=== squash_game_ctrl ===
Fig. 1: squash_game_ctrl, placement view
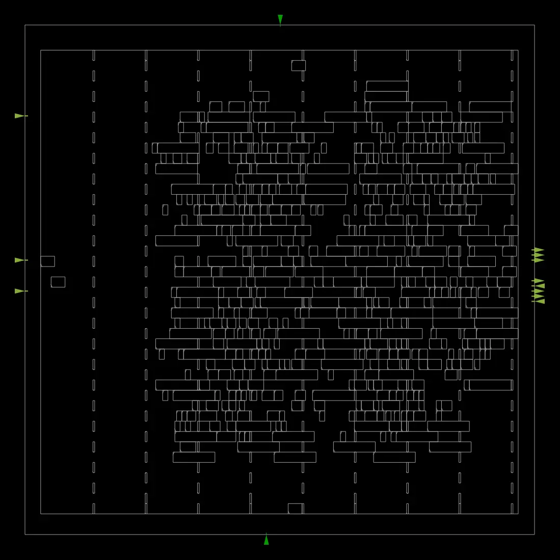

==> src/rtl/squash_game_ctrl.sv <==
// Purpose: conditions the four active-low player pads and sequences the game core through IDLE/NEWGAME/RUN/PAUSED.
// Latency: pad press to press pulse is DB_CYCLES+2 cycles; state and outputs change one cycle after a frame_tick edge.
// Backpressure: none; pads and frame_tick are consumed every cycle, and requests wait in latches until the next frame_tick.
//
// Ports:
//   clk, reset                               clock and synchronous active-high reset
//   pause_n, new_game_n, up_key_n,
//   down_key_n                               raw asynchronous active-low pads
//   frame_tick                               one-cycle pulse at the start of vertical blanking
//   run, new_game, paddle_up, paddle_down    registered controls to the game core
//   state                                    0 IDLE, 1 NEWGAME, 2 RUN, 3 PAUSED
// Optional feature macro: SQUASH_SINGLE_STEP_EN (an up press while PAUSED runs the core for one frame).
module squash_game_ctrl #(
    parameter int DB_CYCLES = 25000,
    parameter int DB_W      = 15
) (
    input  logic       clk,
    input  logic       reset,
    input  logic       pause_n,
    input  logic       new_game_n,
    input  logic       up_key_n,
    input  logic       down_key_n,
    input  logic       frame_tick,
    output logic       run,
    output logic       new_game,
    output logic       paddle_up,
    output logic       paddle_down,
    output logic [1:0] state
);

    typedef enum logic [1:0] {
        ST_IDLE    = 2'd0,
        ST_NEWGAME = 2'd1,
        ST_RUN     = 2'd2,
        ST_PAUSED  = 2'd3
    } state_t;

    localparam logic [DB_W-1:0] DB_MAX = DB_W'(DB_CYCLES - 1);

    // Pad index: 0 pause, 1 new_game, 2 up, 3 down. Only the pads that
    // generate requests need edge detection.
`ifdef SQUASH_SINGLE_STEP_EN
    localparam int NPRESS = 3;
`else
    localparam int NPRESS = 2;
`endif

    logic [3:0]        pad_raw;
    logic [3:0]        sync1_q;
    logic [3:0]        sync2_q;
    logic [3:0]        deb_q;
    logic [DB_W-1:0]   cnt_q [4];
    logic [NPRESS-1:0] deb_last_q;
    logic [NPRESS-1:0] press_q;

    logic   pause_req_q;
    logic   ng_req_q;
    state_t state_q;
    state_t state_d;
    logic   run_d;
    logic   new_game_d;
    logic   paddle_up_d;
    logic   paddle_down_d;
    logic   up_held;
    logic   down_held;

`ifdef SQUASH_SINGLE_STEP_EN
    logic step_req_q;
    logic step_q;
    logic step_d;
`endif

    assign pad_raw   = {down_key_n, up_key_n, new_game_n, pause_n};
    assign up_held   = ~deb_q[2];
    assign down_held = ~deb_q[3];
    assign state     = state_q;

    // Synchroniser, debounce and press detection. The press pulse is taken
    // from the delayed debounced level, so it lands one cycle after the flip.
    always_ff @(posedge clk) begin
        if (reset) begin
            sync1_q    <= '1;
            sync2_q    <= '1;
            deb_q      <= '1;
            deb_last_q <= '1;
            press_q    <= '0;
            for (int i = 0; i < 4; i++) begin
                cnt_q[i] <= '0;
            end
        end else begin
            sync1_q    <= pad_raw;
            sync2_q    <= sync1_q;
            deb_last_q <= deb_q[NPRESS-1:0];
            press_q    <= deb_last_q & ~deb_q[NPRESS-1:0];
            for (int i = 0; i < 4; i++) begin
                if (sync2_q[i] == deb_q[i]) begin
                    cnt_q[i] <= '0;
                end else if (cnt_q[i] == DB_MAX) begin
                    cnt_q[i] <= '0;
                    deb_q[i] <= sync2_q[i];
                end else begin
                    cnt_q[i] <= cnt_q[i] + 1'b1;
                end
            end
        end
    end

    // Request latches: a press coinciding with frame_tick wins over the
    // clear, so it is held for the following tick.
    always_ff @(posedge clk) begin
        if (reset) begin
            pause_req_q <= 1'b0;
            ng_req_q    <= 1'b0;
        end else begin
            if (press_q[0])      pause_req_q <= 1'b1;
            else if (frame_tick) pause_req_q <= 1'b0;
            if (press_q[1])      ng_req_q <= 1'b1;
            else if (frame_tick) ng_req_q <= 1'b0;
        end
    end

`ifdef SQUASH_SINGLE_STEP_EN
    always_ff @(posedge clk) begin
        if (reset) begin
            step_req_q <= 1'b0;
            step_q     <= 1'b0;
        end else begin
            if (press_q[2] && state_q == ST_PAUSED) step_req_q <= 1'b1;
            else if (frame_tick)                    step_req_q <= 1'b0;
            step_q <= step_d;
        end
    end
`endif

    // State register and registered outputs share one edge.
    always_ff @(posedge clk) begin
        if (reset) begin
            state_q     <= ST_IDLE;
            run         <= 1'b0;
            new_game    <= 1'b0;
            paddle_up   <= 1'b0;
            paddle_down <= 1'b0;
        end else begin
            state_q     <= state_d;
            run         <= run_d;
            new_game    <= new_game_d;
            paddle_up   <= paddle_up_d;
            paddle_down <= paddle_down_d;
        end
    end

    always_comb begin
        state_d = state_q;
`ifdef SQUASH_SINGLE_STEP_EN
        step_d = step_q;
`endif
        if (frame_tick) begin
`ifdef SQUASH_SINGLE_STEP_EN
            step_d = 1'b0;
`endif
            if (ng_req_q) begin
                state_d = ST_NEWGAME;
            end else begin
                case (state_q)
                    ST_IDLE:    state_d = ST_IDLE;
                    ST_NEWGAME: state_d = ST_RUN;
                    ST_RUN: begin
                        if (pause_req_q) state_d = ST_PAUSED;
                    end
                    ST_PAUSED: begin
                        if (pause_req_q) state_d = ST_RUN;
`ifdef SQUASH_SINGLE_STEP_EN
                        else             step_d  = step_req_q;
`endif
                    end
                    default:    state_d = ST_IDLE;
                endcase
            end
        end

        run_d = (state_d == ST_RUN);
`ifdef SQUASH_SINGLE_STEP_EN
        run_d = run_d | step_d;
`endif
        new_game_d    = (state_d == ST_NEWGAME);
        paddle_up_d   = (state_d == ST_RUN) & up_held & ~down_held;
        paddle_down_d = (state_d == ST_RUN) & down_held & ~up_held;
    end

endmodule

==> config.mk <==
export PLATFORM = sky130hd
export DESIGN_NAME = squash_game_ctrl
export DESIGN_NICKNAME = d
export VERILOG_FILES = /design/src/rtl/squash_game_ctrl.sv
export SDC_FILE = /design/constraint.sdc
export NUM_CORES = 1
export LEC_CHECK = 0
export ABC_CLOCK_PERIOD_IN_PS = 1800
export CAP_MARGIN = 20
export CORE_MARGIN = 4
export CORE_UTILIZATION = 25
export DETAILED_ROUTE_END_ITERATION = 12
export SLEW_MARGIN = 5
export SYNTH_ARGS = -nofsm -noshare
export SYNTH_HDL_FRONTEND = slang
export SYNTH_SLANG_ARGS = --single-unit
==> constraint.sdc <==
create_clock -name clk -period 1.8 [get_ports clk]
set_input_delay 0.27 -clock clk [delete_from_list [all_inputs] [get_ports clk]]
set_output_delay 0.27 -clock clk [all_outputs]
set_load 0.05 [all_outputs]
=== cpu_run_sequencer ===
[src/rtl/cpu_run_sequencer.sv]
// Host-side run controller for the CPU core: loads two operands into data memory,
// pulses Start, waits for Ack (with timeout), reads the result back and offers it valid/ready.
module cpu_run_sequencer #(
  parameter logic [7:0]  OPA_ADDR     = 8'd0,
  parameter logic [7:0]  OPB_ADDR     = 8'd1,
  parameter logic [7:0]  RESULT_ADDR  = 8'd2,
  parameter int unsigned START_CYCLES = 4,
  parameter int unsigned TIMEOUT      = 1024
) (
  input  logic       Clk,
  input  logic       Reset,
  input  logic       JobValid,
  output logic       JobReady,
  input  logic [7:0] OpA,
  input  logic [7:0] OpB,
  output logic       DmWrEn,
  output logic [7:0] DmAddr,
  output logic [7:0] DmWrData,
  input  logic [7:0] DmRdData,
  output logic       Start,
  input  logic       Ack,
  output logic       ResValid,
  output logic [7:0] Result,
  output logic       TimedOut,
  input  logic       ResReady,
  output logic       Busy
);

  typedef enum logic [2:0] {
    S_IDLE, S_WR_A, S_WR_B, S_START, S_WAIT_ACK, S_RD_ISSUE, S_RD_CAPT, S_OUT
  } state_t;

  localparam logic [3:0]  START_LOAD = 4'(START_CYCLES - 1);
  localparam logic [15:0] WAIT_LAST  = 16'(TIMEOUT - 1);

  state_t      r_state, w_state_nxt;
  logic [7:0]  r_op_a, r_op_b, w_op_a_nxt, w_op_b_nxt;
  logic [3:0]  r_start_cnt, w_start_cnt_nxt;
  logic [15:0] r_wait_cnt, w_wait_cnt_nxt;
  logic [7:0]  r_result, w_result_nxt;
  logic        r_timed_out, w_timed_out_nxt;
  logic        r_dm_wr_en, w_dm_wr_en;
  logic [7:0]  r_dm_addr, w_dm_addr;
  logic [7:0]  r_dm_wr_data, w_dm_wr_data;
  logic        r_start, w_start;
  logic        r_res_valid, w_res_valid;

  always_ff @(posedge Clk) begin
    if (Reset) begin
      r_state      <= S_IDLE;
      r_op_a       <= '0;
      r_op_b       <= '0;
      r_start_cnt  <= '0;
      r_wait_cnt   <= '0;
      r_result     <= '0;
      r_timed_out  <= 1'b0;
      r_dm_wr_en   <= 1'b0;
      r_dm_addr    <= '0;
      r_dm_wr_data <= '0;
      r_start      <= 1'b0;
      r_res_valid  <= 1'b0;
    end else begin
      r_state      <= w_state_nxt;
      r_op_a       <= w_op_a_nxt;
      r_op_b       <= w_op_b_nxt;
      r_start_cnt  <= w_start_cnt_nxt;
      r_wait_cnt   <= w_wait_cnt_nxt;
      r_result     <= w_result_nxt;
      r_timed_out  <= w_timed_out_nxt;
      r_dm_wr_en   <= w_dm_wr_en;
      r_dm_addr    <= w_dm_addr;
      r_dm_wr_data <= w_dm_wr_data;
      r_start      <= w_start;
      r_res_valid  <= w_res_valid;
    end
  end

  always_comb begin
    w_state_nxt     = r_state;
    w_op_a_nxt      = r_op_a;
    w_op_b_nxt      = r_op_b;
    w_start_cnt_nxt = r_start_cnt;
    w_wait_cnt_nxt  = r_wait_cnt;
    w_result_nxt    = r_result;
    w_timed_out_nxt = r_timed_out;
    case (r_state)
      S_IDLE: begin
        if (JobValid) begin
          w_op_a_nxt  = OpA;
          w_op_b_nxt  = OpB;
          w_state_nxt = S_WR_A;
        end
      end
      S_WR_A: w_state_nxt = S_WR_B;
      S_WR_B: begin
        w_start_cnt_nxt = START_LOAD;
        w_state_nxt     = S_START;
      end
      S_START: begin
        if (r_start_cnt == 4'd0) begin
          w_wait_cnt_nxt = '0;
          w_state_nxt    = S_WAIT_ACK;
        end else begin
          w_start_cnt_nxt = r_start_cnt - 4'd1;
        end
      end
      S_WAIT_ACK: begin
        // Ack wins over an expiring timeout in the same cycle
        if (Ack) begin
          w_state_nxt = S_RD_ISSUE;
        end else if (r_wait_cnt == WAIT_LAST) begin
          w_result_nxt    = '0;
          w_timed_out_nxt = 1'b1;
          w_state_nxt     = S_OUT;
        end else begin
          w_wait_cnt_nxt = r_wait_cnt + 16'd1;
        end
      end
      S_RD_ISSUE: w_state_nxt = S_RD_CAPT;
      S_RD_CAPT: begin
        w_result_nxt    = DmRdData;
        w_timed_out_nxt = 1'b0;
        w_state_nxt     = S_OUT;
      end
      S_OUT: begin
        if (ResReady) w_state_nxt = S_IDLE;
      end
      default: w_state_nxt = S_IDLE;
    endcase
  end

  // Registered outputs are decoded from the next state so they line up with the state they belong to
  always_comb begin
    w_dm_wr_en   = 1'b0;
    w_dm_addr    = '0;
    w_dm_wr_data = '0;
    w_start      = 1'b0;
    w_res_valid  = 1'b0;
    case (w_state_nxt)
      S_WR_A: begin
        w_dm_wr_en   = 1'b1;
        w_dm_addr    = OPA_ADDR;
        w_dm_wr_data = w_op_a_nxt;
      end
      S_WR_B: begin
        w_dm_wr_en   = 1'b1;
        w_dm_addr    = OPB_ADDR;
        w_dm_wr_data = w_op_b_nxt;
      end
      S_START:    w_start     = 1'b1;
      S_RD_ISSUE: w_dm_addr   = RESULT_ADDR;
      S_OUT:      w_res_valid = 1'b1;
      default: ;
    endcase
  end

  assign JobReady = (r_state == S_IDLE);
  assign Busy     = (r_state != S_IDLE);
  assign DmWrEn   = r_dm_wr_en;
  assign DmAddr   = r_dm_addr;
  assign DmWrData = r_dm_wr_data;
  assign Start    = r_start;
  assign ResValid = r_res_valid;
  assign Result   = r_result;
  assign TimedOut = r_timed_out;

endmodule

[config.mk]
export PLATFORM = sky130hd
export DESIGN_NAME = cpu_run_sequencer
export DESIGN_NICKNAME = d
export VERILOG_FILES = /design/src/rtl/cpu_run_sequencer.sv
export SDC_FILE = /design/constraint.sdc
export NUM_CORES = 1
export LEC_CHECK = 0
export CORE_UTILIZATION = 50
export DETAILED_ROUTE_END_ITERATION = 16
export PLACE_DENSITY = 0.85
export SLEW_MARGIN = 25
export SYNTH_ARGS = -nofsm -noshare
export SYNTH_HDL_FRONTEND = slang
export SYNTH_SLANG_ARGS = --single-unit
[constraint.sdc]
create_clock -name Clk -period 2.9 [get_ports Clk]
set_input_delay 0.29 -clock Clk [delete_from_list [all_inputs] [get_ports Clk]]
set_output_delay 0.29 -clock Clk [all_outputs]
set_load 0.05 [all_outputs]
Fig. 2: squash_game_ctrl, sizing map
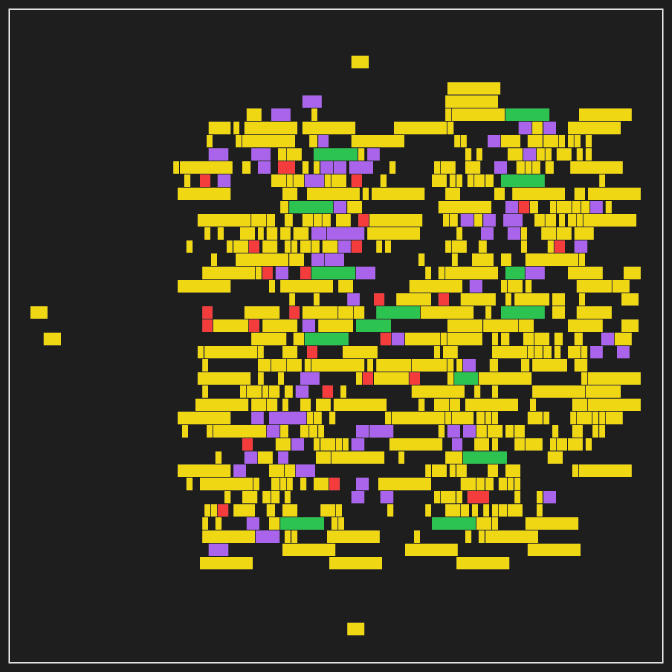
| colour | size | cells | share | most used |
|---|---|---|---|---|
| red | _2 cells | 25 | 5.0% | or2_2 |
| purple | _3 and _4 cells | 65 | 13% | buf_4 |
| yellow | _0 and _1 cells | 395 | 79% | nor2_1 |
| green | _6 and larger | 14 | 2.8% | clkbuf_16 |

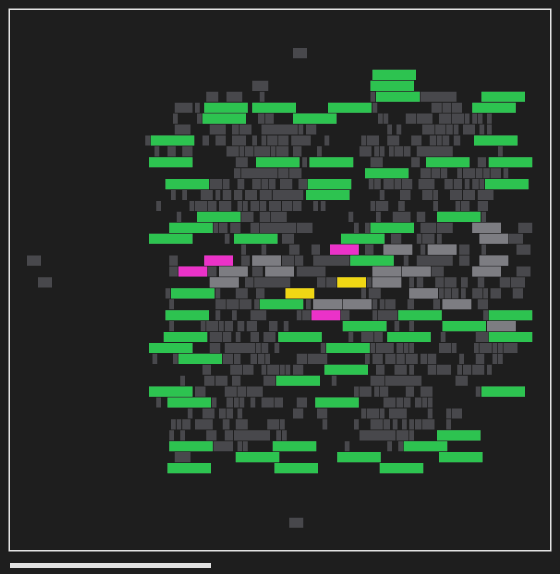
Fig. 3. Where the registers sit (squash_game_ctrl).
The bar under the picture is 50 um long.
| colour | signal | sequential cells |
|---|---|---|
| magenta | `sync1_q` | 4 |
| yellow | `deb_last_q` | 2 |
| green | `cnt_q` | 60 |
not coloured: 18

Notes on Fig. 1 above:
Well Taps: 211
Seq/total area: 42.6%
Util after Layout: 34.7%
Fill cells: 1,557
Core Area: 15,400 um^2

==> flow_summary_export.csv, squash_game_ctrl <==
group,metric,value,unit
run_status,violations,"negative setup slack",
hold_path,hold_path.startpoint,"sync1_q[2]",
routing,routed_wl,7380,um
finish,clk_share,5.51,%
clock_network,cts_setup_buffers,2,
yosys,synth_cell_type_count,38,
routing,via_per_inst,4.03,
worst_setup_path,startpoint_type,"flip-flop",
global_routing,grt_util_met2,13.1,%
place,place_area,4890,um^2
run_status,outcome,"finished with violations",
final_timing,final.setup.tns,-0.577,ns
pwr,p_seq,2.19,mW
die,ios,13,
hold_path,min_to,"sync2_q[2]",
clock_network,cts_tree,"yes",
worst_setup_path,crit_cells,4,
final_timing,fin_ws,-0.0464,ns
hold_path,hold_depth,1,
finish,largest_register_ffs,60,
pwr,p_sw,0.937,mW
worst_setup_path,cp_top_family,"simple AND/OR/NAND/NOR gates",
worst_setup_path,cp.required,1.89,ns
pwr,pg_comb,0.249,mW
die,die_w,134,um
final_timing,setup_viol,16,
finish,antenna_cells,0,
final_timing,min_period,1.85,ns
routing,wl_met2,3340,um
finish,lay_top_cells,"61 x nor2_1, 60 x edfxtp_1, 60 x conb_1, 46 x xnor2_1, 44 x buf_4",
finish,flops,84,
routing,drcViolationCount,0,
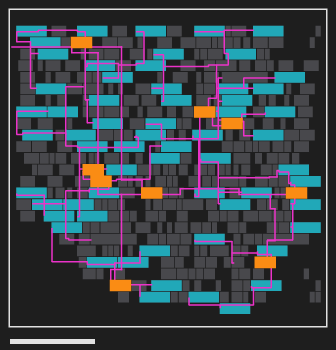
Fig. 4. Routed clock nets over the placement (cpu_run_sequencer).
The bar under the picture is 20 um long.
[cyan] flip-flops | count: 61
[orange] clock drivers | count: 9
[magenta] clock wires | length: 821 um
routed clock nets: 10

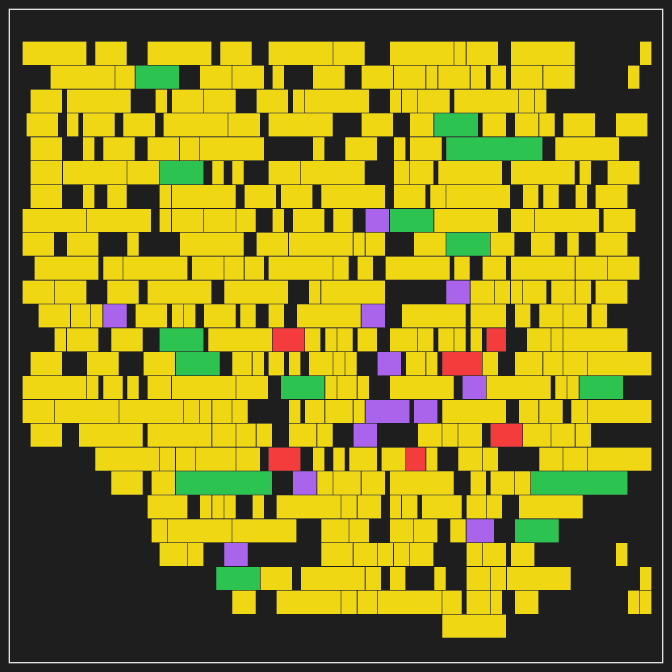
Fig. 5. Sizing map (cpu_run_sequencer).
| colour | size | cells | share | most used |
|---|---|---|---|---|
| red | _2 cells | 6 | 1.7% | or2_2 |
| yellow | _0 and _1 cells | 319 | 91% | dfxtp_1 |
| green | _6 and larger | 14 | 4.0% | clkbuf_8 |
| purple | _3 and _4 cells | 12 | 3.4% | buf_4 |

==> flow_summary_export.csv, cpu_run_sequencer <==
group,metric,value,unit
global_routing,top_usage_layer,"met2",
yosys,mux_share,6.13,%
clock_network,cts-buffers-inserted,9,
worst_setup_path,endpoint_kind,"output pin",
yosys,syn-cell-area,2610,um^2
worst_setup_path,reg2reg_to,"r_wait_cnt[15]",
clock_network,cts_hold_buf,0,
pwr,p_seq_share,39.6,%
yosys,top_cell_area_share,46.7,%
final_timing,final.setup.tns,0,ns
routing,drcViolationCount,0,
worst_setup_path,cpPeakStageDelay,0.80,ns
clock_network,clk_pin_slew,0.07,ns
yosys,most_common_cell,"dfxtp_1",
die,num_tap_cells,67,
yosys,yosys.stat.chipArea,2610,um^2
yosys,topCellsByArea,"dfxtp_1 47%, mux2i_1 6.1%, a21oi_1 5.6%",
pwr,p_leak,1.22,nW
run_status,outcome,"completed",
worst_setup_path,reg2reg_slack,0.64,ns
global_routing,grtUsageMet3,7.05,%
worst_setup_path,path_cells,"buf_4, or3_1, inv_1, clkdlybuf4s50_1",
finish,syn2layout_area_growth,32.0,%
finish,antenna_cells,0,
global_routing,grt_antenna_before_repair,0,
pwr,sw_frac_of_total,27.6,%
yosys,largest_area_cell,"dfxtp_1",
worst_setup_path,crit_cells,4,

=== operand2_shift_pipe ===
--- config.mk ---
export PLATFORM = sky130hd
export DESIGN_NAME = operand2_shift_pipe
export DESIGN_NICKNAME = d
export VERILOG_FILES = /design/src/rtl/operand2_pkg.sv /design/src/rtl/barrel_shift_core.sv /design/src/rtl/operand2_shift_pipe.sv
export SDC_FILE = /design/constraint.sdc
export NUM_CORES = 1
export LEC_CHECK = 0
export ABC_AREA = 1
export CAP_MARGIN = 20
export CORE_ASPECT_RATIO = 1.5
export CORE_MARGIN = 2
export CORE_UTILIZATION = 25
export DETAILED_ROUTE_END_ITERATION = 6
export GPL_TIMING_DRIVEN = 0
export HOLD_SLACK_MARGIN = 0.1
export SETUP_SLACK_MARGIN = 0.1
export SLEW_MARGIN = 20
export SYNTH_ARGS = -nofsm -noshare
export SYNTH_HDL_FRONTEND = slang
export SYNTH_SLANG_ARGS = --single-unit
--- constraint.sdc ---
create_clock -name clk -period 1.4 [get_ports clk]
set_input_delay 0.28 -clock clk [delete_from_list [all_inputs] [get_ports clk]]
set_output_delay 0.28 -clock clk [all_outputs]
set_load 0.03 [all_outputs]
--- src/rtl/operand2_pkg.sv ---
// Shared types for the operand-2 shifter pipeline: modes, shift kinds, decoded request.
// Latency: n/a (types and constants only).
// Backpressure: n/a.
package operand2_pkg;

   // Widest supported datapath; the decoded request carries rm at this width.
   localparam int XLEN_MAX = 64;

   // LSB of the 4-bit rotate field in the immediate form.
   localparam int ROT_FIELD_LSB = 8;

   typedef enum logic [1:0] {
      SH_LSL = 2'b00,
      SH_LSR = 2'b01,
      SH_ASR = 2'b10,
      SH_ROR = 2'b11
   } shift_kind_e;

   typedef enum logic [1:0] {
      OP_MEM     = 2'b00,
      OP_IMM_ROT = 2'b01,
      OP_IMM_SH  = 2'b10,
      OP_REG_SH  = 2'b11
   } op_mode_e;

   // Every mode is normalised onto register-shift semantics (amt 0..255) plus RRX,
   // so the shifter core only has to implement one rule set.
   typedef struct packed {
      op_mode_e              mode;
      shift_kind_e           kind;
      logic [7:0]            amt;
      logic                  is_rrx;
      logic [XLEN_MAX-1:0]   rm;
      logic                  carry_in;
   } dec_req_t;

endpackage

--- src/rtl/barrel_shift_core.sv ---
// Combinational ARM barrel shifter: register-shift rules for amt 0..255, plus RRX.
// Latency: 0 cycles (pure combinational).
// Backpressure: none; the caller registers the result.
module barrel_shift_core
   import operand2_pkg::*;
#(
   parameter int XLEN = 32
) (
   input  shift_kind_e       i_kind,
   input  logic [7:0]        i_amt,
   input  logic              i_is_rrx,
   input  logic [XLEN-1:0]   i_rm,
   input  logic              i_carry_in,
   output logic [XLEN-1:0]   o_val2,
   output logic              o_carry
);

   localparam int         SHW      = $clog2(XLEN);
   localparam logic [7:0] AMT_XLEN = 8'(XLEN);

   logic [SHW-1:0]  w_r;
   logic [SHW-1:0]  w_r_m1;
   logic [SHW-1:0]  w_r_neg;
   logic [XLEN-1:0] w_lsl;
   logic [XLEN-1:0] w_lsr;
   logic [XLEN-1:0] w_asr;
   logic [XLEN-1:0] w_ror;
   logic [XLEN-1:0] w_lsl_m1;
   logic [XLEN-1:0] w_lsr_m1;
   logic            w_in_range;
   logic            w_at_xlen;
   logic            w_sign;

   // Low bits of the amount; equal to the full amount whenever it is below XLEN,
   // and equal to amt mod XLEN for rotates (XLEN is a power of two).
   assign w_r        = i_amt[SHW-1:0];
   assign w_r_m1     = w_r - SHW'(1);
   assign w_r_neg    = SHW'(0) - w_r;
   assign w_in_range = (i_amt < AMT_XLEN);
   assign w_at_xlen  = (i_amt == AMT_XLEN);
   assign w_sign     = i_rm[XLEN-1];

   // Shifted vectors; shifting by r-1 exposes the last bit shifted out at an end.
   assign w_lsl    = i_rm << w_r;
   assign w_lsr    = i_rm >> w_r;
   assign w_asr    = $signed(i_rm) >>> w_r;
   assign w_ror    = (i_rm >> w_r) | (i_rm << w_r_neg);
   assign w_lsl_m1 = i_rm << w_r_m1;
   assign w_lsr_m1 = i_rm >> w_r_m1;

   // Select result and carry-out by kind, with the out-of-range cases handled explicitly.
   always_comb begin
      o_val2  = i_rm;
      o_carry = i_carry_in;
      if (i_is_rrx) begin
         o_val2  = {i_carry_in, i_rm[XLEN-1:1]};
         o_carry = i_rm[0];
      end else if (i_amt != 8'd0) begin
         case (i_kind)
            SH_LSL: begin
               if (w_in_range) begin
                  o_val2  = w_lsl;
                  o_carry = w_lsl_m1[XLEN-1];
               end else begin
                  o_val2  = '0;
                  o_carry = w_at_xlen ? i_rm[0] : 1'b0;
               end
            end
            SH_LSR: begin
               if (w_in_range) begin
                  o_val2  = w_lsr;
                  o_carry = w_lsr_m1[0];
               end else begin
                  o_val2  = '0;
                  o_carry = w_at_xlen ? w_sign : 1'b0;
               end
            end
            SH_ASR: begin
               if (w_in_range) begin
                  o_val2  = w_asr;
                  o_carry = w_lsr_m1[0];
               end else begin
                  o_val2  = {XLEN{w_sign}};
                  o_carry = w_sign;
               end
            end
            default: begin
               if (w_r == SHW'(0)) begin
                  o_val2  = i_rm;
                  o_carry = w_sign;
               end else begin
                  o_val2  = w_ror;
                  o_carry = w_lsr_m1[0];
               end
            end
         endcase
      end
   end

endmodule

--- src/rtl/operand2_shift_pipe.sv ---
// ARM shifter operand (Val2) and shifter carry-out, elastic pipeline with flush.
// Latency: PIPE_STAGES cycles (1 or 2) with no back-pressure; 1 result per cycle.
// Backpressure: valid/ready per stage; outputs hold while out_valid && !out_ready.
module operand2_shift_pipe
   import operand2_pkg::*;
#(
   parameter int XLEN        = 32,
   parameter int PIPE_STAGES = 1,
   parameter int OFF_W       = 12
) (
   input  logic              clk,
   input  logic              rst_n,
   input  logic              flush,
   input  logic              in_valid,
   output logic              in_ready,
   input  logic [XLEN-1:0]   rm_val,
   input  logic [7:0]        rs_val,
   input  logic              imm,
   input  logic              reg_shift,
   input  logic              mem_op,
   input  logic              carry_in,
   input  logic [11:0]       shift_operand,
   output logic              out_valid,
   input  logic              out_ready,
   output logic [XLEN-1:0]   val2,
   output logic              shifter_carry
);

   localparam logic [7:0] AMT_XLEN = 8'(XLEN);

   dec_req_t        w_dec;
   dec_req_t        w_core_req;
   logic            w_core_vld;
   logic            w_out_rdy;
   logic [XLEN-1:0] w_core_val2;
   logic            w_core_carry;
   logic            w_final_carry;

   logic            r_out_vld;
   logic [XLEN-1:0] r_val2;
   logic            r_carry;

   // Decode the instruction fields into one normalised shift request (priority mem > imm > reg > imm-shift).
   always_comb begin
      w_dec          = '0;
      w_dec.rm       = XLEN_MAX'(rm_val);
      w_dec.carry_in = carry_in;
      w_dec.kind     = shift_kind_e'(shift_operand[6:5]);
      if (mem_op) begin
         // Offset passes through as an unshifted operand.
         w_dec.mode = OP_MEM;
         w_dec.kind = SH_LSL;
         w_dec.amt  = 8'd0;
         w_dec.rm   = XLEN_MAX'(shift_operand[OFF_W-1:0]);
      end else if (imm) begin
         // Rotate-immediate behaves exactly like a register ROR by an even amount <= 30.
         w_dec.mode = OP_IMM_ROT;
         w_dec.kind = SH_ROR;
         w_dec.amt  = {3'b000, shift_operand[ROT_FIELD_LSB +: 4], 1'b0};
         w_dec.rm   = XLEN_MAX'(shift_operand[7:0]);
      end else if (reg_shift) begin
         w_dec.mode = OP_REG_SH;
         w_dec.amt  = rs_val;
      end else begin
         // Amount 0 is special: LSR/ASR mean "by XLEN", ROR means RRX.
         w_dec.mode = OP_IMM_SH;
         w_dec.amt  = {3'b000, shift_operand[11:7]};
         if (shift_operand[11:7] == 5'd0) begin
            case (w_dec.kind)
               SH_LSR, SH_ASR: w_dec.amt    = AMT_XLEN;
               SH_ROR:         w_dec.is_rrx = 1'b1;
               default:        w_dec.amt    = 8'd0;
            endcase
         end
      end
   end

   assign w_out_rdy = !r_out_vld || out_ready;

   generate
      if (PIPE_STAGES == 2) begin : g_two_stage
         logic     r_s0_vld;
         dec_req_t r_s0_req;

         // Stage 0 holds the decoded request; advances when the output stage can take it.
         always_ff @(posedge clk or negedge rst_n) begin
            if (!rst_n) begin
               r_s0_vld <= 1'b0;
               r_s0_req <= '0;
            end else begin
               if (flush) begin
                  r_s0_vld <= 1'b0;
               end else if (in_ready) begin
                  r_s0_vld <= in_valid;
               end
               if (in_ready && in_valid) begin
                  r_s0_req <= w_dec;
               end
            end
         end

         assign in_ready   = !r_s0_vld || w_out_rdy;
         assign w_core_req = r_s0_req;
         assign w_core_vld = r_s0_vld;
      end else begin : g_one_stage
         assign in_ready   = w_out_rdy;
         assign w_core_req = w_dec;
         assign w_core_vld = in_valid;
      end

      if (XLEN < XLEN_MAX) begin : g_narrow
         // Upper rm bits exist only for the 64-bit build.
         logic w_unused_rm_hi;
         assign w_unused_rm_hi = ^w_core_req.rm[XLEN_MAX-1:XLEN];
      end
   endgenerate

   barrel_shift_core #(
      .XLEN (XLEN)
   ) u_core (
      .i_kind     (w_core_req.kind),
      .i_amt      (w_core_req.amt),
      .i_is_rrx   (w_core_req.is_rrx),
      .i_rm       (w_core_req.rm[XLEN-1:0]),
      .i_carry_in (w_core_req.carry_in),
      .o_val2     (w_core_val2),
      .o_carry    (w_core_carry)
   );

   // Load/store offsets never alter C, whatever the shifter reports.
   assign w_final_carry = (w_core_req.mode == OP_MEM) ? w_core_req.carry_in : w_core_carry;

   // Output stage: captures the shift result; holds while the consumer stalls.
   always_ff @(posedge clk or negedge rst_n) begin
      if (!rst_n) begin
         r_out_vld <= 1'b0;
         r_val2    <= '0;
         r_carry   <= 1'b0;
      end else begin
         if (flush) begin
            r_out_vld <= 1'b0;
         end else if (w_out_rdy) begin
            r_out_vld <= w_core_vld;
         end
         if (w_out_rdy && w_core_vld) begin
            r_val2  <= w_core_val2;
            r_carry <= w_final_carry;
         end
      end
   end

   assign out_valid     = r_out_vld;
   assign val2          = r_val2;
   assign shifter_carry = r_carry;

endmodule

=== ps2_key_decoder ===
**config.mk**
```make
export PLATFORM = sky130hd
export DESIGN_NAME = ps2_key_decoder
export DESIGN_NICKNAME = d
export VERILOG_FILES = /design/src/rtl/ps2_key_decoder.sv
export SDC_FILE = /design/constraint.sdc
export NUM_CORES = 1
export LEC_CHECK = 0
export CORE_ASPECT_RATIO = 1.1
export CORE_MARGIN = 2
export CORE_UTILIZATION = 64
export CTS_CLUSTER_DIAMETER = 30
export DETAILED_ROUTE_END_ITERATION = 6
export PLACE_DENSITY_LB_ADDON = 0.15
export SYNTH_ARGS = -nofsm -noshare
export SYNTH_HDL_FRONTEND = slang
export SYNTH_SLANG_ARGS = --single-unit
```
**constraint.sdc**
```tcl
create_clock -name CLK100MHz -period 4.06 [get_ports CLK100MHz]
set_clock_uncertainty 0.05 [all_clocks]
set_input_delay 1.218 -clock CLK100MHz [delete_from_list [all_inputs] [get_ports CLK100MHz]]
set_output_delay 1.218 -clock CLK100MHz [all_outputs]
set_load 0.01 [all_outputs]
```
**src/rtl/ps2_key_decoder.sv**
```systemverilog
// PS/2 keyboard receiver and scan-code decoder.
// Synchronises and filters the PS/2 lines, frames 11-bit PS/2 words, folds the
// E0 (extended) and F0 (break) prefixes into the following code, and queues
// {ext, brk, code} events in a first-word fall-through FIFO.
// Optional feature: define PS2_PARITY_CHECK_EN to reject frames with bad odd parity.
module ps2_key_decoder #(
    parameter int FILTER_LEN     = 8,
    parameter int TIMEOUT_CYCLES = 20000,
    parameter int FIFO_DEPTH     = 8
) (
    input  logic                          CLK100MHz,
    input  logic                          reset,
    input  logic                          ps2_clk,
    input  logic                          ps2_data,
    output logic                          evt_valid,
    input  logic                          evt_ready,
    output logic [7:0]                    evt_code,
    output logic                          evt_ext,
    output logic                          evt_break,
    output logic                          frame_err,
    output logic                          overflow,
    output logic [$clog2(FIFO_DEPTH):0]   fifo_count
);

    localparam int AW = $clog2(FIFO_DEPTH);
    localparam int CW = AW + 1;
    localparam int TW = $clog2(TIMEOUT_CYCLES + 1);

    typedef enum logic [1:0] {IDLE, DATA, PARITY, STOP} state_t;

    // Synchroniser / filter stage
    logic            ps2_clk_p0, ps2_clk_p1;
    logic            ps2_data_p0, ps2_data_p1;
    logic            clk_filt;
    logic [7:0]      filt_cnt;
    logic            fall_evt;
    logic            fall_data;

    // Frame stage
    state_t          state, state_n;
    logic [2:0]      bit_idx;
    logic [7:0]      shreg;
    logic [TW-1:0]   tmo_cnt;
    logic            timeout;
    logic            par_ok;
    logic            done_c;
    logic            err_c;
`ifdef PS2_PARITY_CHECK_EN
    logic            par_bit;
`endif

    // Decode / push stage
    logic            vld_p1;
    logic [7:0]      byte_p1;
    logic            ext_flag, brk_flag;
    logic            push;

    // FIFO
    logic [9:0]      mem [FIFO_DEPTH];
    logic [AW-1:0]   wr_ptr, rd_ptr;
    logic [CW-1:0]   count;
    logic            full;
    logic            do_pop;
    logic            do_write;
    logic [9:0]      head;

    // Clock-line synchroniser, stability filter and one-cycle falling-edge strobe
    always_ff @(posedge CLK100MHz) begin
        if (reset) begin
            ps2_clk_p0 <= 1'b1;
            ps2_clk_p1 <= 1'b1;
            clk_filt   <= 1'b1;
            filt_cnt   <= '0;
            fall_evt   <= 1'b0;
        end else begin
            ps2_clk_p0 <= ps2_clk;
            ps2_clk_p1 <= ps2_clk_p0;
            fall_evt   <= 1'b0;
            if (ps2_clk_p1 == clk_filt) begin
                filt_cnt <= '0;
            end else if (filt_cnt == 8'(FILTER_LEN - 1)) begin
                clk_filt <= ps2_clk_p1;
                filt_cnt <= '0;
                fall_evt <= clk_filt;
            end else begin
                filt_cnt <= filt_cnt + 8'd1;
            end
        end
    end

    // Data-line synchroniser; fall_data is aligned with fall_evt
    always_ff @(posedge CLK100MHz) begin
        ps2_data_p0 <= ps2_data;
        ps2_data_p1 <= ps2_data_p0;
        fall_data   <= ps2_data_p1;
    end

`ifdef PS2_PARITY_CHECK_EN
    assign par_ok = ^{shreg, par_bit};
`else
    assign par_ok = 1'b1;
`endif

    assign timeout = (state != IDLE) && !fall_evt && (tmo_cnt == TW'(TIMEOUT_CYCLES - 1));

    // Frame FSM state register
    always_ff @(posedge CLK100MHz) begin
        if (reset) state <= IDLE;
        else       state <= state_n;
    end

    // Frame FSM next state, byte-complete and frame-error decisions
    always_comb begin
        state_n = state;
        done_c  = 1'b0;
        err_c   = 1'b0;
        case (state)
            IDLE: if (fall_evt) begin
                if (!fall_data) state_n = DATA;
                else            err_c   = 1'b1;
            end
            DATA:   if (fall_evt && bit_idx == 3'd7) state_n = PARITY;
            PARITY: if (fall_evt) state_n = STOP;
            STOP: if (fall_evt) begin
                state_n = IDLE;
                if (fall_data && par_ok) done_c = 1'b1;
                else                     err_c  = 1'b1;
            end
            default: state_n = IDLE;
        endcase
        if (timeout) begin
            state_n = IDLE;
            err_c   = 1'b1;
            done_c  = 1'b0;
        end
    end

    // Bit index and inter-edge timeout counter
    always_ff @(posedge CLK100MHz) begin
        if (reset) begin
            bit_idx <= '0;
            tmo_cnt <= '0;
        end else begin
            if (state == IDLE)                bit_idx <= '0;
            else if (state == DATA && fall_evt) bit_idx <= bit_idx + 3'd1;
            if (state == IDLE || fall_evt)    tmo_cnt <= '0;
            else                              tmo_cnt <= tmo_cnt + 1'b1;
        end
    end

    // Shift register, LSB first; parity bit kept only when it is checked
    always_ff @(posedge CLK100MHz) begin
        if (state == DATA && fall_evt) shreg <= {fall_data, shreg[7:1]};
`ifdef PS2_PARITY_CHECK_EN
        if (state == PARITY && fall_evt) par_bit <= fall_data;
`endif
    end

    // Frame stage -> decode stage boundary
    always_ff @(posedge CLK100MHz) begin
        if (reset) begin
            vld_p1    <= 1'b0;
            frame_err <= 1'b0;
        end else begin
            vld_p1    <= done_c;
            frame_err <= err_c;
        end
        byte_p1 <= shreg;
    end

    assign push = vld_p1 && (byte_p1 != 8'hE0) && (byte_p1 != 8'hF0);

    // Prefix flags: E0/F0 arm them, any other byte consumes them, errors clear them
    always_ff @(posedge CLK100MHz) begin
        if (reset || err_c) begin
            ext_flag <= 1'b0;
            brk_flag <= 1'b0;
        end else if (vld_p1) begin
            if (byte_p1 == 8'hE0) begin
                ext_flag <= 1'b1;
            end else if (byte_p1 == 8'hF0) begin
                brk_flag <= 1'b1;
            end else begin
                ext_flag <= 1'b0;
                brk_flag <= 1'b0;
            end
        end
    end

    assign full     = (count == CW'(FIFO_DEPTH));
    assign do_pop   = evt_valid && evt_ready;
    assign do_write = push && (!full || do_pop);

    // FIFO pointers, occupancy and sticky overflow; pointers wrap naturally
    always_ff @(posedge CLK100MHz) begin
        if (reset) begin
            wr_ptr   <= '0;
            rd_ptr   <= '0;
            count    <= '0;
            overflow <= 1'b0;
        end else begin
            if (do_write) wr_ptr <= wr_ptr + 1'b1;
            if (do_pop)   rd_ptr <= rd_ptr + 1'b1;
            count <= count + CW'(do_write) - CW'(do_pop);
            if (push && full && !do_pop) overflow <= 1'b1;
        end
    end

    // FIFO storage, written with the event and the flags in force for it
    always_ff @(posedge CLK100MHz) begin
        if (do_write) mem[wr_ptr] <= {ext_flag, brk_flag, byte_p1};
    end

    // Head entry is masked to zero while empty so storage needs no reset
    assign head       = mem[rd_ptr];
    assign evt_valid  = (count != '0);
    assign evt_code   = evt_valid ? head[7:0] : 8'h00;
    assign evt_break  = evt_valid & head[8];
    assign evt_ext    = evt_valid & head[9];
    assign fifo_count = count;

endmodule

```
=== rr_arb8 ===
`src/rtl/arb_pkg.sv`:
```
// Shared definitions for the round-robin arbiter: FSM state encoding and
// default sizing parameters.
package arb_pkg;

  localparam int ARB_N       = 8;
  localparam int ARB_IDXW    = 3;
  localparam int ARB_MAXHOLD = 16;

  typedef enum logic {
    ARB_IDLE  = 1'b0,
    ARB_GRANT = 1'b1
  } arb_state_e;

endpackage

```
`src/rtl/rr_pick.sv`:
```
// Combinational round-robin winner search: first set request bit scanning
// upward from last+1, wrapping, so requester `last` has the lowest priority.
module rr_pick
  import arb_pkg::*;
#(
  parameter int N    = ARB_N,
  parameter int IDXW = ARB_IDXW
) (
  input  logic [N-1:0]    req,
  input  logic [IDXW-1:0] last,
  output logic            found,
  output logic [IDXW-1:0] win_idx
);

  logic [N-1:0]    rot;
  logic [IDXW-1:0] src;
  logic [IDXW-1:0] ofs;

  // N is a power of two, so modulo-N wraps for free in IDXW-bit arithmetic.
  always_comb begin
    rot = '0;
    src = '0;
    for (int i = 0; i < N; i++) begin
      src    = IDXW'(i) + last + IDXW'(1);
      rot[i] = req[src];
    end
  end

  always_comb begin
    found = 1'b0;
    ofs   = '0;
    for (int i = N - 1; i >= 0; i--) begin
      if (rot[i]) begin
        found = 1'b1;
        ofs   = IDXW'(i);
      end
    end
  end

  assign win_idx = ofs + last + IDXW'(1);

endmodule

```
`src/rtl/rr_arb8.sv`:
```
// Round-robin arbiter with registered one-hot/binary grant, grant hold until
// done or withdraw, and a hold-timeout watchdog.
module rr_arb8
  import arb_pkg::*;
#(
  parameter int N       = ARB_N,
  parameter int IDXW    = ARB_IDXW,
  parameter int MAXHOLD = ARB_MAXHOLD
) (
  input  logic            clk,
  input  logic            rst_n,
  input  logic            en,
  input  logic [N-1:0]    req,
  input  logic            done,
  output logic [N-1:0]    gnt,
  output logic [IDXW-1:0] gnt_idx,
  output logic            gnt_valid,
  output logic            timeout
);

  localparam int CW = $clog2(MAXHOLD);

  arb_state_e      state_q, state_d;
  logic [N-1:0]    gnt_q, gnt_d;
  logic [IDXW-1:0] idx_q, idx_d;
  logic [IDXW-1:0] last_q, last_d;
  logic [CW-1:0]   cnt_q, cnt_d;
  logic            timeout_q, timeout_d;

  logic            pick_found;
  logic [IDXW-1:0] pick_idx;
  logic            start_grant;
  logic            hold_max;
  logic            owner_req;
  logic            rel;

  rr_pick #(
    .N    (N),
    .IDXW (IDXW)
  ) u_pick (
    .req     (req),
    .last    (last_q),
    .found   (pick_found),
    .win_idx (pick_idx)
  );

  assign start_grant = en && pick_found;
  assign hold_max    = (cnt_q == CW'(MAXHOLD - 1));
  assign owner_req   = req[idx_q];
  assign rel         = done || !owner_req || hold_max;

  always_comb begin
    state_d   = state_q;
    gnt_d     = gnt_q;
    idx_d     = idx_q;
    last_d    = last_q;
    cnt_d     = cnt_q;
    timeout_d = 1'b0;
    case (state_q)
      ARB_IDLE: begin
        if (start_grant) begin
          state_d = ARB_GRANT;
          gnt_d   = {{(N-1){1'b0}}, 1'b1} << pick_idx;
          idx_d   = pick_idx;
          last_d  = pick_idx;
          cnt_d   = '0;
        end
      end
      ARB_GRANT: begin
        if (rel) begin
          // Watchdog only claims the release when done and withdraw did not.
          timeout_d = hold_max && !done && owner_req;
          if (start_grant) begin
            gnt_d  = {{(N-1){1'b0}}, 1'b1} << pick_idx;
            idx_d  = pick_idx;
            last_d = pick_idx;
            cnt_d  = '0;
          end else begin
            state_d = ARB_IDLE;
            gnt_d   = '0;
            idx_d   = '0;
            cnt_d   = '0;
          end
        end else begin
          cnt_d = cnt_q + CW'(1);
        end
      end
      default: begin
        state_d = ARB_IDLE;
        gnt_d   = '0;
        idx_d   = '0;
        cnt_d   = '0;
      end
    endcase
  end

  always_ff @(posedge clk) begin
    if (!rst_n) begin
      state_q   <= ARB_IDLE;
      gnt_q     <= '0;
      idx_q     <= '0;
      last_q    <= IDXW'(N - 1);
      cnt_q     <= '0;
      timeout_q <= 1'b0;
    end else begin
      state_q   <= state_d;
      gnt_q     <= gnt_d;
      idx_q     <= idx_d;
      last_q    <= last_d;
      cnt_q     <= cnt_d;
      timeout_q <= timeout_d;
    end
  end

  assign gnt       = gnt_q;
  assign gnt_idx   = idx_q;
  assign gnt_valid = (state_q == ARB_GRANT);
  assign timeout   = timeout_q;

endmodule

```
`config.mk`:
```
export PLATFORM = sky130hd
export DESIGN_NAME = rr_arb8
export DESIGN_NICKNAME = d
export VERILOG_FILES = /design/src/rtl/arb_pkg.sv /design/src/rtl/rr_pick.sv /design/src/rtl/rr_arb8.sv
export SDC_FILE = /design/constraint.sdc
export NUM_CORES = 1
export LEC_CHECK = 0
export CORE_ASPECT_RATIO = 0.75
export CORE_MARGIN = 4
export CORE_UTILIZATION = 25
export DETAILED_ROUTE_END_ITERATION = 6
export SYNTH_ARGS = -nofsm -noshare
export SYNTH_HDL_FRONTEND = slang
export SYNTH_SLANG_ARGS = --single-unit
```
`constraint.sdc`:
```
create_clock -name clk -period 8.2 [get_ports clk]
set_input_delay 1.23 -clock clk [delete_from_list [all_inputs] [get_ports clk]]
set_output_delay 1.23 -clock clk [all_outputs]
set_load 0.01 [all_outputs]
```
Fig. 6: operand2_shift_pipe, placement view
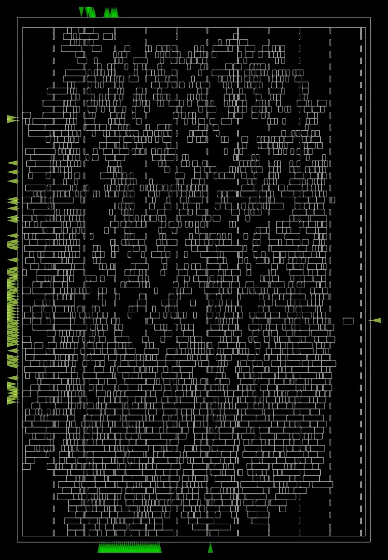
Fill cells: 3,748
final std cells w/o fill: 2,563
standard-cell rows: 84
Core Area: 35,200 um^2
Well Taps: 473

==> flow_summary_export.csv, operand2_shift_pipe <==
group,metric,value,unit
run_status,outcome,"finished with violations",
run_status,violations,"negative setup slack",
worst_setup_path,path_cells,"clkdlybuf4s50_1, inv_1, nand2_1, nand2_4, nand2_4, nand2_4, nand2_4, nand3_4, nand2_4, o21ai_4, inv_2, nand2_2, o211ai_1, nand2_1, nand2_1, nand2_1, nand2_1",
yosys,ys_sh_simple,59.9,%
global_routing,globalRouteMet1Util,43.8,%
finish,clk_share,0.851,%
yosys,synth-edff-count,0,
final_timing,setup_viol,33,
pwr,p_seq_share,10.1,%
worst_setup_path,worstPathMaxFanout,4,
die,die_w,159,um
clock_network,cts_hold_buf,1,
final_timing,fin_ws,-1.49,ns
final_timing,worstMarginPinSlew,0.853,ns
routing,routed_wl,78600,um
final_timing,finalMaxSlewViolations,0,
worst_setup_path,startpoint,"shift_operand[5]",
finish,drive_gt1_share,41.6,%
routing,wl_met3,6710,um
job,drv_cap,0,
die,chip_area,37400,um^2
finish,postLayoutCellArea,16000,um^2
yosys,postSynthCellCount,1832,
final_timing,final.setup.tns,-40.20,ns
global_routing,grt_pass1_wl,107000,um
yosys,synth_cell_type_count,41,
yosys,common_cells,"766 x nand2_1, 324 x nand3_1, 117 x inv_1",
worst_setup_path,startpoint_type,"primary input",
routing,via_per_inst,5.99,
pwr,p_leak,7.53,nW
pwr,p_seq,1.34,mW
yosys,ys_top_logic_family,"simple AND/OR/NAND/NOR gates",
worst_setup_path,crit_cells,17,
final_timing,hold_viol,0,
global_routing,grt_use_total,40.8,%
worst_setup_path,reg2reg_slack,-0.27,ns
die,fp_util,25.4,%
pwr,power.internal,5.58,mW
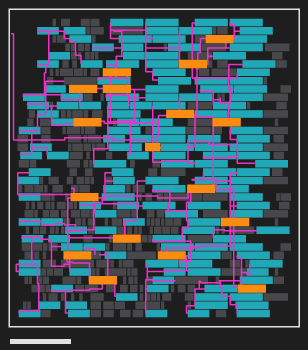
Fig. 7. Routed clock nets over the placement (ps2_key_decoder).
The bar under the picture is 20 um long.
[orange] clock drivers | count: 17
[cyan] flip-flops | count: 149
[magenta] clock wires | length: 1,550 um
routed clock nets: 18

==> flow_summary_export.csv, ps2_key_decoder <==
group,metric,value,unit
routing,wl_met3,460,um
final_timing,finalMaxSlewViolations,0,
finish,num-clock-buffers,22,
yosys,synthXorXnorAreaFrac,3.97,%
clock_network,clkLatencyLatePin,0.53,ns
global_routing,grt_pass1_wl,17100,um
finish,postLayoutCellArea,6750,um^2
finish,fin_cells,561,
run_status,outcome,"completed",
global_routing,globalRouteMet1Util,29.6,%
place,portBuffers,21,
finish,final.fill_count,529,
pwr,worst_ir_drop_vdd,0.000362,V
yosys,ys_sh_simple,10.5,%
yosys,postSynthCellCount,393,
worst_setup_path,reg2reg_depth,12,
worst_setup_path,crit_cells,5,
die,die_y,103,um
yosys,ys_seq_share,67.3,%
job,warnings,30,
finish,comb_share,26.3,%
yosys,ys.flop_type,"edfxtp_1",
worst_setup_path,cp_top_family,"buffers and inverters",
clock_network,cts.sinks,149,
finish,logic_area,1770,um^2
finish,flops,149,
clock_network,cts_tree,"yes",
yosys,synth_nets,414,
routing,drcViolationCount,0,
die,coreArea,8780,um^2
worst_setup_path,endpoint_kind,"output pin",
yosys,mux_share,10.8,%
global_routing,grt_use_total,24.1,%
die,chip_area,9750,um^2
global_routing,top_usage_layer,"met2",
job,drv_cap,0,
finish,drive_gt1_share,14.5,%
routing,firstDrtPassIters,4,
yosys,synth.yosys.warnings,0,
global_routing,grt_util_met2,40.1,%
final_timing,fmax,0.264,GHz
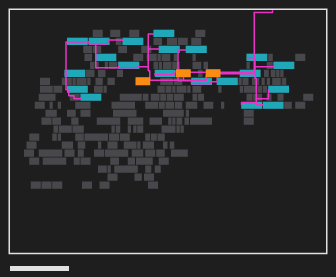
Fig. 8. Routed clock nets over the placement (rr_arb8).
The bar under the picture is 20 um long.
[orange] clock drivers | count: 3
[magenta] clock wires | length: 273 um
[cyan] flip-flops | count: 20
routed clock nets: 4

==> flow_summary_export.csv, rr_arb8 <==
group,metric,value,unit
run_status,outcome,"completed",
final_timing,worstMarginPinSlew,0.719,ns
worst_setup_path,reg2reg_depth,16,
final_timing,finalMaxSlewViolations,0,
yosys,most_common_cell,"dfxtp_1",
worst_setup_path,slowest_stage,"dfxtp_1",
pwr,p_per_area,407,nW/um^2
yosys,topCellsByArea,"dfxtp_1 21%, mux4_2 9.7%, mux2i_1 9.1%",
clock_network,clkLatencyLatePin,0.26,ns
finish,clk_share,1.92,%
final_timing,fmax,0.208,GHz
routing,first_iter_violations,105,
place,place_inst,302,
final_timing,rsz0062_at_grt,"no",
worst_setup_path,crit_path_end,"gnt[6]",
global_routing,grt_pass1_wl,7710,um
finish,largest_register_ffs,8,
worst_setup_path,cp.required,8.37,ns
worst_setup_path,path_cells,"inv_2, ha_1, mux2i_1, mux2_2, mux2i_1, o21ai_0, a22oi_1, a21oi_1, o22ai_1, ha_1, inv_1, fa_1, and4_1, a31oi_1, o211ai_2, o32ai_1",
yosys,common_cells,"20 x dfxtp_1, 17 x mux2i_1, 17 x nor2_1",
finish,seq_area,400,um^2
yosys,ys.flop_type,"dfxtp_1",
place,place.gp.congestion,0.870,
finish,comb_cells,152,
finish,logic_area,1320,um^2
yosys,synth_nets,213,
yosys,async_flop_share,0,%
finish,inverters_excl_clock,8,
hold_path,hold_depth,2,
clock_network,cts_buffer_depth,2,
worst_setup_path,endpoint_kind,"flip-flop",
die,fp_util,26.5,%
worst_setup_path,crit_cells,16,
worst_setup_path,crit_buf_inv,2,
die,die_w,108,um
final_timing,hold_viol,0,
routing,wl_met1,2430,um
yosys,synth_adder_area_share,4.43,%
global_routing,grt_util_met2,15.8,%
die,chip_area,8920,um^2
hold_path,min_path_type,"reg2reg",
routing,highest_layer,"met4",


==> screenshots <==
Sizing map.
image #1
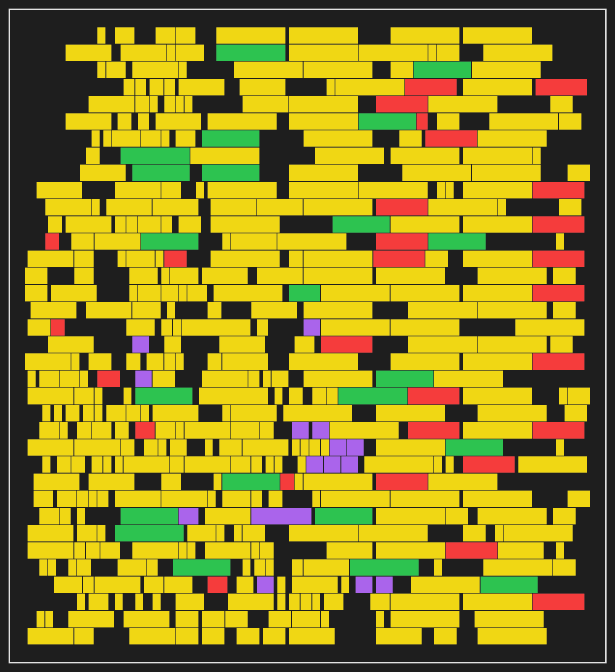
image #2
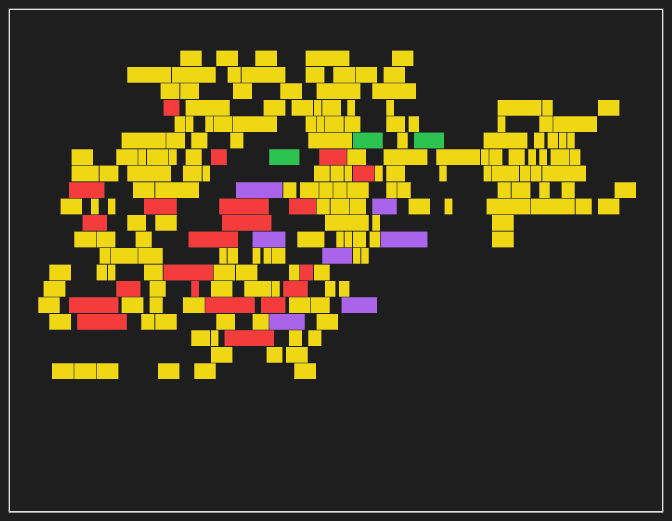
image #3
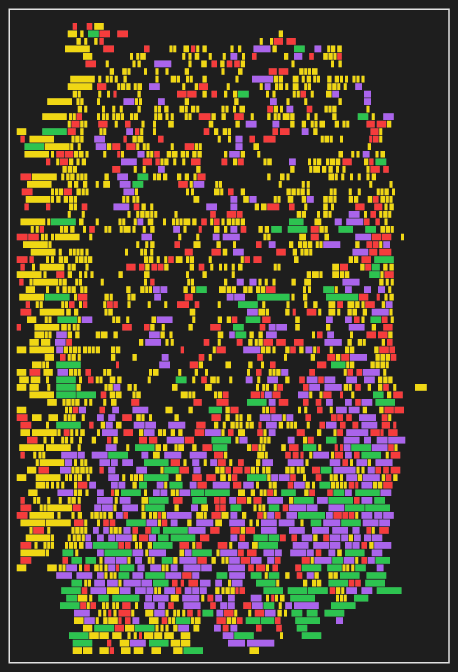
- most cells: image #3
- fewest cells: image #2
For rr_arb8, see image #2.
For ps2_key_decoder, see image #1.
For operand2_shift_pipe, see image #3.

Power figures rest on the tool's default switching activity, not on a simulated workload.
